==================== packet_link_arbiter_flat
===== config.mk =====
export PLATFORM = sky130hd
export DESIGN_NAME = packet_link_arbiter_flat
export DESIGN_NICKNAME = d
export VERILOG_FILES = /design/src/rtl/packet_link_arbiter_if.sv /design/src/rtl/packet_link_arbiter.sv /design/src/flat_wrapper.sv
export SDC_FILE = /design/constraint.sdc
export NUM_CORES = 1
export LEC_CHECK = 0
export CORE_UTILIZATION = 30
export CTS_BUF_LIST = sky130_fd_sc_hd__clkbuf_16
export CTS_CLUSTER_SIZE = 28
export DETAILED_ROUTE_END_ITERATION = 8
export PLACE_DENSITY = 0.7
export REMOVE_ABC_BUFFERS = 1
export SLEW_MARGIN = 20
export SYNTH_ARGS = -nofsm -noshare
export SYNTH_HDL_FRONTEND = slang
export SYNTH_SLANG_ARGS = --single-unit

===== constraint.sdc =====
create_clock -name clk -period 3.4 [get_ports clk]
set_input_delay 0.68 -clock clk [delete_from_list [all_inputs] [get_ports clk]]
set_output_delay 0.68 -clock clk [all_outputs]
set_load 0.1 [all_outputs]

===== src/rtl/packet_link_arbiter_if.sv =====
// Requester, link and status bundle for packet_link_arbiter.
// master drives pacing/requests/credits; slave is the arbiter.
interface packet_link_arbiter_if #(
  parameter int PACKET_WIDTH = 32,
  parameter int NUM_REQ = 4,
  parameter int CREDITS = 4
);
  localparam int CW = $clog2(CREDITS + 1);
  localparam int IW = $clog2(NUM_REQ);

  logic                            tick;
  logic                            enable;
  logic [NUM_REQ-1:0]              req_empty;
  logic [NUM_REQ*PACKET_WIDTH-1:0] req_data;
  logic [NUM_REQ-1:0]              req_pop;
  logic [PACKET_WIDTH-1:0]         packet_out;
  logic                            packet_out_valid;
  logic                            credit_return;
  logic [IW-1:0]                   grant_id;
  logic [CW-1:0]                   credits_avail;
  logic                            credit_err;

  modport master (
    output tick, enable, req_empty, req_data, credit_return,
    input  req_pop, packet_out, packet_out_valid,
    input  grant_id, credits_avail, credit_err
  );

  modport slave (
    input  tick, enable, req_empty, req_data, credit_return,
    output req_pop, packet_out, packet_out_valid,
    output grant_id, credits_avail, credit_err
  );
endinterface


===== src/rtl/packet_link_arbiter.sv =====
// Credit-gated round-robin arbiter sharing one packet link
// between NUM_REQ FWFT requester FIFOs, one issue per tick.
module packet_link_arbiter #(
  parameter int PACKET_WIDTH = 32,
  parameter int NUM_REQ = 4,
  parameter int CREDITS = 4,
  localparam int CW = $clog2(CREDITS + 1),
  localparam int IW = $clog2(NUM_REQ)
) (
  input logic clk,
  input logic rst,
  packet_link_arbiter_if.slave bus
);

  typedef enum logic [1:0] {IDLE, PEND, ISSUE} state_t;

  state_t state, state_nx;

  logic [IW-1:0]           gid_q;
  logic [IW-1:0]           sel;
  logic [IW-1:0]           scan_idx;
  logic                    found;
  logic [CW-1:0]           cred_q;
  logic                    err_q;
  logic                    valid_q;
  logic [NUM_REQ-1:0]      pop_q;
  logic [PACKET_WIDTH-1:0] pkt_q;
  logic                    eligible;
  logic                    go;

  function automatic logic [IW-1:0] wrap(input int v);
    return IW'(v % NUM_REQ);
  endfunction

  assign eligible = bus.enable
                 && (cred_q != '0)
                 && (bus.req_empty != '1);

  always_comb begin
    state_nx = state;
    go       = 1'b0;
    unique case (state)
      IDLE: begin
        if (bus.tick && eligible) begin
          state_nx = ISSUE;
          go       = 1'b1;
        end else if (bus.tick && bus.enable) begin
          state_nx = PEND;
        end
      end
      PEND: begin
        if (eligible) begin
          state_nx = ISSUE;
          go       = 1'b1;
        end else if (!bus.enable) begin
          state_nx = IDLE;
        end
      end
      ISSUE:   state_nx = IDLE;
      default: state_nx = IDLE;
    endcase
  end

  // Scan upward from the requester after the last grant.
  always_comb begin
    sel      = gid_q;
    scan_idx = gid_q;
    found    = 1'b0;
    for (int k = 1; k <= NUM_REQ; k++) begin
      scan_idx = wrap(int'(gid_q) + k);
      if (!found && !bus.req_empty[scan_idx]) begin
        sel   = scan_idx;
        found = 1'b1;
      end
    end
  end

  always_ff @(posedge clk or posedge rst) begin
    if (rst) begin
      state <= IDLE;
    end else begin
      state <= state_nx;
    end
  end

  always_ff @(posedge clk or posedge rst) begin
    if (rst) begin
      valid_q <= 1'b0;
      pop_q   <= '0;
      pkt_q   <= '0;
      gid_q   <= IW'(NUM_REQ - 1);
    end else begin
      valid_q <= go;
      pop_q   <= go ? (NUM_REQ'(1) << sel) : '0;
      if (go) begin
        pkt_q <= bus.req_data[sel*PACKET_WIDTH +: PACKET_WIDTH];
        gid_q <= sel;
      end
    end
  end

  // Issue and return in the same cycle cancel out.
  always_ff @(posedge clk or posedge rst) begin
    if (rst) begin
      cred_q <= CW'(CREDITS);
      err_q  <= 1'b0;
    end else if (go && !bus.credit_return) begin
      cred_q <= cred_q - CW'(1);
    end else if (!go && bus.credit_return) begin
      if (cred_q == CW'(CREDITS)) begin
        err_q <= 1'b1;
      end else begin
        cred_q <= cred_q + CW'(1);
      end
    end
  end

  assign bus.packet_out       = pkt_q;
  assign bus.packet_out_valid = valid_q;
  assign bus.req_pop          = pop_q;
  assign bus.grant_id         = gid_q;
  assign bus.credits_avail    = cred_q;
  assign bus.credit_err       = err_q;

endmodule


===== src/flat_wrapper.sv =====
// flat-port wrapper written by rule: the top's interface ports become plain ports
module packet_link_arbiter_flat 
#(
  parameter int PACKET_WIDTH = 32,
  parameter int NUM_REQ = 4,
  parameter int CREDITS = 4,
  localparam int CW = $clog2(CREDITS + 1),
  localparam int IW = $clog2(NUM_REQ)
)
  (clk, rst, bus_tick, bus_enable, bus_req_empty, bus_req_data, bus_credit_return, bus_req_pop, bus_packet_out, bus_packet_out_valid, bus_grant_id, bus_credits_avail, bus_credit_err);
  packet_link_arbiter_if #(.PACKET_WIDTH(PACKET_WIDTH), .NUM_REQ(NUM_REQ), .CREDITS(CREDITS)) bus_i ();
  input logic clk;
  input logic rst;
  input wire logic [$bits(bus_i.tick)-1:0] bus_tick;
  input wire logic [$bits(bus_i.enable)-1:0] bus_enable;
  input wire logic [$bits(bus_i.req_empty)-1:0] bus_req_empty;
  input wire logic [$bits(bus_i.req_data)-1:0] bus_req_data;
  input wire logic [$bits(bus_i.credit_return)-1:0] bus_credit_return;
  output wire logic [$bits(bus_i.req_pop)-1:0] bus_req_pop;
  output wire logic [$bits(bus_i.packet_out)-1:0] bus_packet_out;
  output wire logic [$bits(bus_i.packet_out_valid)-1:0] bus_packet_out_valid;
  output wire logic [$bits(bus_i.grant_id)-1:0] bus_grant_id;
  output wire logic [$bits(bus_i.credits_avail)-1:0] bus_credits_avail;
  output wire logic [$bits(bus_i.credit_err)-1:0] bus_credit_err;
  assign bus_i.tick = bus_tick;
  assign bus_i.enable = bus_enable;
  assign bus_i.req_empty = bus_req_empty;
  assign bus_i.req_data = bus_req_data;
  assign bus_i.credit_return = bus_credit_return;
  assign bus_req_pop = bus_i.req_pop;
  assign bus_packet_out = bus_i.packet_out;
  assign bus_packet_out_valid = bus_i.packet_out_valid;
  assign bus_grant_id = bus_i.grant_id;
  assign bus_credits_avail = bus_i.credits_avail;
  assign bus_credit_err = bus_i.credit_err;
  packet_link_arbiter #(.PACKET_WIDTH(PACKET_WIDTH), .NUM_REQ(NUM_REQ), .CREDITS(CREDITS)) u_core (.clk(clk), .rst(rst), .bus(bus_i));
endmodule

Figure 1. Cell placement (packet_link_arbiter_flat).
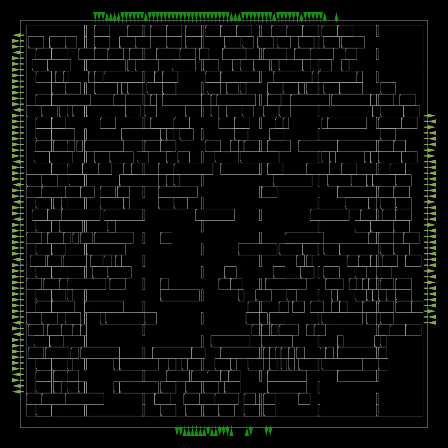
Finished Layout Cells: 531
Flops: 45
fillcell total: 810
Seq area share: 0.246

Figure 2. The metal 3 layer (packet_link_arbiter_flat).
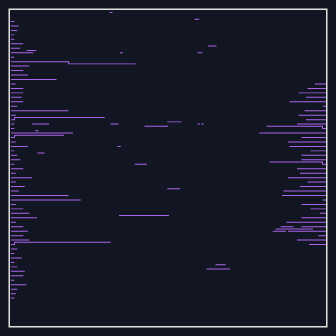
main direction: horizontal
longest straight run: 29.2 um
share of all routed wire: 8.1%
nets with wire on the layer: 113
GR Util met3: 0.0474
DR vias: 2810
final WL: 8.91 mm

Figure 3. Routed metal per tile (packet_link_arbiter_flat).
The die is cut into 19 by 19 equal tiles; black is low, pale yellow is high, scaled to the fullest tile. Values are wire area over tile area, all layers added.
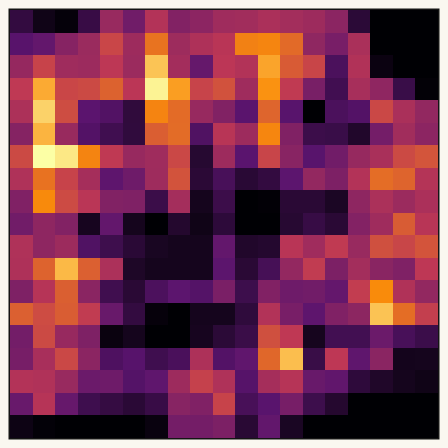
densest ninth of the die: top center
nearly empty tiles: 9.7%
mean over tiles: 0.16
tiles over half the peak: 21%
All-Layer GR Usage: 0.186
Wirelength per Cell: 16.8 um

==> deck_impl_summary.md <==
Flow Results at a Glance

Run status
  – Status: finished, final reports clean

Worst hold path
  – Min-Delay Path Depth: 1

Timing
  – Final period utilization: 0.877

Clock tree
  – Clk latency of the worst-skew pair: 0.28 ns
  – Post-CTS setup buffers: 0
  – Hold Buf Count CTS: 0

Drt
  – Top Layer Used: met4

Layout
  – Area-dominant class: buffers
  – Nets@finish: 562

Synth
  – YS chip area: 0.00267 mm2
  – Post-synth seq share: 0.423

Critical path
  – Crit-path max FO: 5
  – Critical Path End Type: flip-flop
  – Reg2Reg Capture Point: u_core.bus.credits_avail[2]$_DFFE_PP1P_
  – CP Buf/Inv Count: 3

Power
  – Pwr top: combinational logic
  – Combinational power: 3220 uW

Placement
  – Dpl cells: 523

Global routing
  – GRT Max-Usage Layer: met2

==================== cpy_alu_driver
[src/rtl/cpy_alu_pkg.sv]
// Shared opcode constants and helpers for the registered ALU
// and its command-side driver.
package cpy_alu_pkg;

    localparam int DATA_W_DEF = 32;

    localparam logic [2:0] OP_NOP = 3'b000;
    localparam logic [2:0] OP_AND = 3'b010;
    localparam logic [2:0] OP_OR  = 3'b011;
    localparam logic [2:0] OP_NOT = 3'b100;

    function automatic logic is_legal_op(input logic [2:0] op);
        return (op == OP_AND) || (op == OP_OR) || (op == OP_NOT);
    endfunction

endpackage

[src/rtl/cpy_alu_driver.sv]
// Command-side initiator for the registered ALU: issues one op,
// waits out the ALU latency, returns result/flags on a response port.
module cpy_alu_driver
    import cpy_alu_pkg::*;
#(
    parameter int DATA_W   = DATA_W_DEF,
    parameter int WAIT_CYC = 1
) (
    input  logic              elk,
    input  logic              rst,
    input  logic              cmd_valid,
    output logic              cmd_ready,
    input  logic [2:0]        cmd_op,
    input  logic [DATA_W-1:0] cmd_a,
    input  logic [DATA_W-1:0] cmd_b,
    output logic [2:0]        alu_sel,
    output logic [DATA_W-1:0] alu_opA,
    output logic [DATA_W-1:0] alu_opB,
    input  logic [DATA_W-1:0] alu_res,
    input  logic              alu_z,
    input  logic              alu_c,
    input  logic              alu_v,
    output logic              rsp_valid,
    input  logic              rsp_ready,
    output logic [DATA_W-1:0] rsp_res,
    output logic              rsp_z,
    output logic              rsp_c,
    output logic              rsp_v,
    output logic              rsp_err,
    output logic [15:0]       op_count
);

    localparam logic [1:0] S_IDLE  = 2'd0;
    localparam logic [1:0] S_ISSUE = 2'd1;
    localparam logic [1:0] S_WAIT  = 2'd2;
    localparam logic [1:0] S_RESP  = 2'd3;

    localparam int CW = (WAIT_CYC > 1) ? $clog2(WAIT_CYC) : 1;

    logic [1:0]        r_state;
    logic [CW-1:0]     r_wait;
    logic              r_cmd_ready;
    logic [2:0]        r_sel;
    logic [DATA_W-1:0] r_opA;
    logic [DATA_W-1:0] r_opB;
    logic              r_rsp_valid;
    logic [DATA_W-1:0] r_rsp_res;
    logic              r_rsp_z;
    logic              r_rsp_c;
    logic              r_rsp_v;
    logic              r_rsp_err;
    logic [15:0]       r_op_count;

    always_ff @(posedge elk or posedge rst) begin
        if (rst) begin
            r_state     <= S_IDLE;
            r_wait      <= '0;
            r_cmd_ready <= 1'b0;
            r_sel       <= OP_NOP;
            r_opA       <= '0;
            r_opB       <= '0;
            r_rsp_valid <= 1'b0;
            r_rsp_res   <= '0;
            r_rsp_z     <= 1'b0;
            r_rsp_c     <= 1'b0;
            r_rsp_v     <= 1'b0;
            r_rsp_err   <= 1'b0;
            r_op_count  <= '0;
        end else begin
            case (r_state)
                S_IDLE: begin
                    if (cmd_valid && r_cmd_ready) begin
                        r_cmd_ready <= 1'b0;
                        if (is_legal_op(cmd_op)) begin
                            r_opA   <= cmd_a;
                            r_opB   <= cmd_b;
                            r_sel   <= cmd_op;
                            r_state <= S_ISSUE;
                        end else begin
                            // rejected locally; the ALU never sees it
                            r_rsp_err   <= 1'b1;
                            r_rsp_res   <= '0;
                            r_rsp_z     <= 1'b0;
                            r_rsp_c     <= 1'b0;
                            r_rsp_v     <= 1'b0;
                            r_rsp_valid <= 1'b1;
                            r_state     <= S_RESP;
                        end
                    end else begin
                        r_cmd_ready <= 1'b1;
                    end
                end
                S_ISSUE: begin
                    r_sel   <= OP_NOP;
                    r_wait  <= CW'(WAIT_CYC - 1);
                    r_state <= S_WAIT;
                end
                S_WAIT: begin
                    if (r_wait == '0) begin
                        r_rsp_res   <= alu_res;
                        r_rsp_z     <= alu_z;
                        r_rsp_c     <= alu_c;
                        r_rsp_v     <= alu_v;
                        r_rsp_err   <= 1'b0;
                        r_rsp_valid <= 1'b1;
                        r_op_count  <= r_op_count + 16'd1;
                        r_state     <= S_RESP;
                    end else begin
                        r_wait <= r_wait - CW'(1);
                    end
                end
                S_RESP: begin
                    if (rsp_ready) begin
                        r_rsp_valid <= 1'b0;
                        r_cmd_ready <= 1'b1;
                        r_state     <= S_IDLE;
                    end
                end
                default: r_state <= S_IDLE;
            endcase
        end
    end

    assign cmd_ready = r_cmd_ready;
    assign alu_sel   = r_sel;
    assign alu_opA   = r_opA;
    assign alu_opB   = r_opB;
    assign rsp_valid = r_rsp_valid;
    assign rsp_res   = r_rsp_res;
    assign rsp_z     = r_rsp_z;
    assign rsp_c     = r_rsp_c;
    assign rsp_v     = r_rsp_v;
    assign rsp_err   = r_rsp_err;
    assign op_count  = r_op_count;

endmodule

[config.mk]
export PLATFORM = sky130hd
export DESIGN_NAME = cpy_alu_driver
export DESIGN_NICKNAME = d
export VERILOG_FILES = /design/src/rtl/cpy_alu_pkg.sv /design/src/rtl/cpy_alu_driver.sv
export SDC_FILE = /design/constraint.sdc
export NUM_CORES = 1
export LEC_CHECK = 0
export CORE_UTILIZATION = 29
export DETAILED_ROUTE_END_ITERATION = 10
export GPL_ROUTABILITY_DRIVEN = 0
export PLACE_DENSITY = 0.63
export REMOVE_ABC_BUFFERS = 1
export SLEW_MARGIN = 40
export SYNTH_ARGS = -nofsm -noshare
export SYNTH_HDL_FRONTEND = slang
export SYNTH_SLANG_ARGS = --single-unit
[constraint.sdc]
create_clock -name elk -period 4 [get_ports elk]
set_input_delay 1 -clock elk [delete_from_list [all_inputs] [get_ports elk]]
set_output_delay 1 -clock elk [all_outputs]
set_load 0.03 [all_outputs]
Figure 4. Cell placement (cpy_alu_driver).
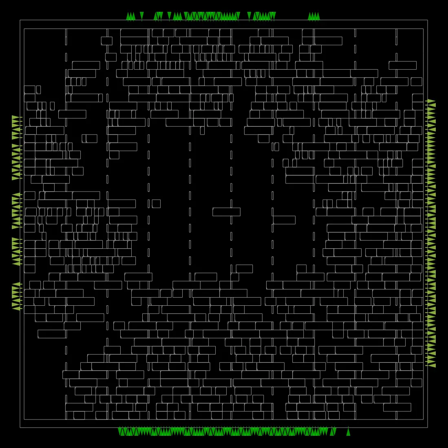
Finished Layout Cells: 871
Core Box Area: 0.0174 mm2
Flops: 123
fillcell total: 1605

Figure 5. Register map, names as in the netlist (cpy_alu_driver).
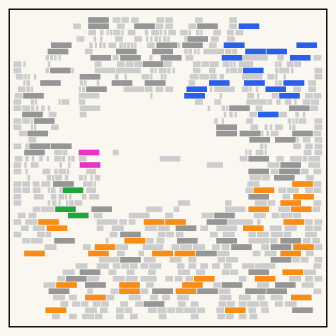
legend:
  r_state:
    color: magenta
    flops: 2
  alu_sel:
    color: green
    flops: 3
  op_count:
    color: blue
    flops: 16
    where: upper right
  alu_opB:
    color: orange
    flops: 32
final core occ: 0.478
register area: 0.00308 mm2
seq pwr: 2130 uW
Seq area share: 0.370

==> deck_impl_summary.md <==
Flow Results at a Glance

Layout
  – Share of cells above drive strength 1: 0.178
  – Most common logic cells in the final layout: clkdlybuf4s50_1 (226), dfrtp_1 (123), nand2_1 (84)
  – Invs w/o clock: 6
  – Non-clock buffers: 235
  – Clock buffer cells: 17
  – Nets@finish: 744
  – Final non-clock buffer share: 0.284
  – Multi-input gates: 250
  – Clock network area share: 0.0735
  – Fraction of area in multi-input gates: 0.236

Timing
  – Least-Margin Pin Slew: 0.704 ns
  – Pins Over Slew Limit: 0
  – Worst Skew: 0.00555 ns
  – Hold_ws: 0.472 ns
  – Setup TNS: 0 ns
  – RSZ-0062 raised after global routing: no

Critical path
  – Reg-to-Reg Start: r_state[1]$_DFFE_PP0P_
  – Crit-path max FO: 29
  – CP required: 4.29 ns
  – WP data arrival: 2.92 ns
  – CP max-delay cell: o21ai_4
  – Largest delay share family, worst path: buffers and inverters
  – CP Buf/Inv Count: 2
  – Critical Path End Type: flip-flop
  – Startpoint Class: input port
  – Critical Path End: alu_opA[30]$_DFFE_PP0P_

Synth
  – Area share, top type: 0.589
  – Yosys top cell by area: dfrtp_1
  – Synth warn: 0
  – YS chip area: 0.00522 mm2
  – Xor/xnor share: 0.0251
  – Synth Flop Type: dfrtp_1
  – Mapped cell area: 0.00522 mm2
  – Most frequent cell after synthesis: dfrtp_1
  – Mux share: 0.185
  – Cell Type Count: 39

Power
  – Clock net power: 1580 uW
  – Leak Pwr: 0.00374 uW
  – PD cells: 868 mW/mm2
  – Pwr top: combinational logic
  – Net Sw Frac: 0.392
  – Final Power: 7230 uW
  – Sw Pwr: 2830 uW
  – Worst vdd ir: 0.000384 V

Placement
  – Pre-CTS WS: 0.943 ns
  – Port Buf Inserts: 226
  – Dpl cells: 839

Floorplan
  – Num ports: 227
  – Width of the die: 136 um
  – Die Y: 136 um

Clock tree
  – Clock-pin slew of the registers on the worst-case setup and hold paths: 0.06 ns
  – Root buf cell: clkbuf_16
  – Sink Count: 123
  – Hold Buf Count CTS: 0
  – Cts bufs inserted: 17
  – Clk latency of the worst-skew pair: 0.41 ns

Run
  – Max Cap Viol: 0
  – Tool Warnings: 28

Drt
  – Post-route DRC: 0
  – Final WL: 13.4 mm
  – Via density: 4.40
  – Top Layer Used: met4
  – Routed Antenna Nets: 0

Global routing
  – GR Util met3: 0.0429
  – Total grt overflow: 0
  – First-pass GRT wire length: 21.3 mm
  – GR Util met2: 0.255
  – Antenna violations before repair: 0

Run status
  – Status: finished, final reports clean


## Gallery

Port wiring.
panel A
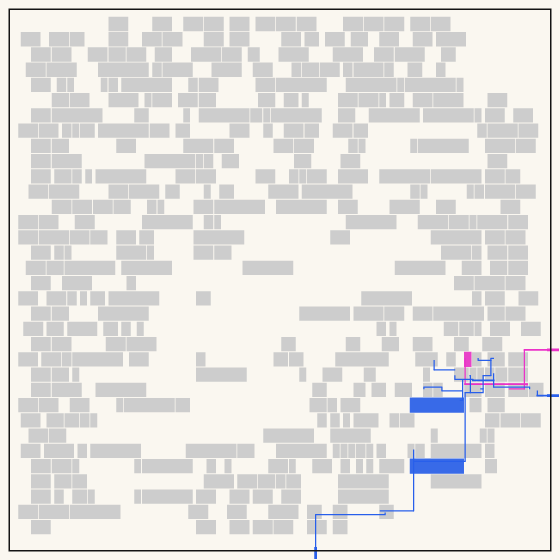
panel B
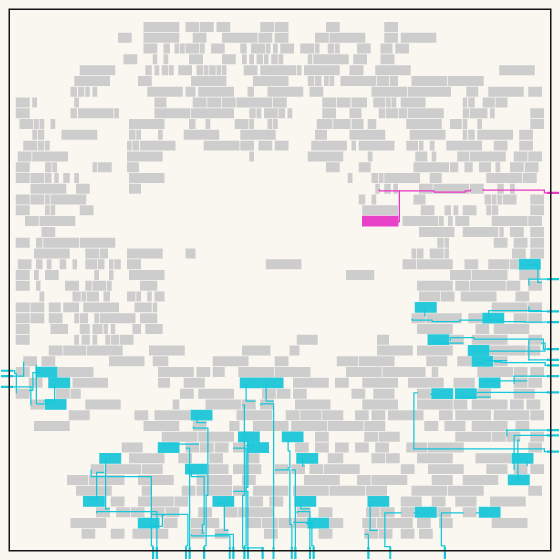
The one with the most cells is panel B.
cpy_alu_driver is panel B.
packet_link_arbiter_flat is panel A.

Key to panel A:
legend:
  rst:
    color: magenta
    bits: 1
    direction: input
    edge: right
    end_cells: 1
    wire: 29.9 um
  bus_grant_id:
    color: blue
    bits: 2
    direction: output
    edge: 1 bottom, 1 right
    end_cells: 2
    wire: 112 um

Power figures rest on the tool's default switching activity, not on a simulated workload.
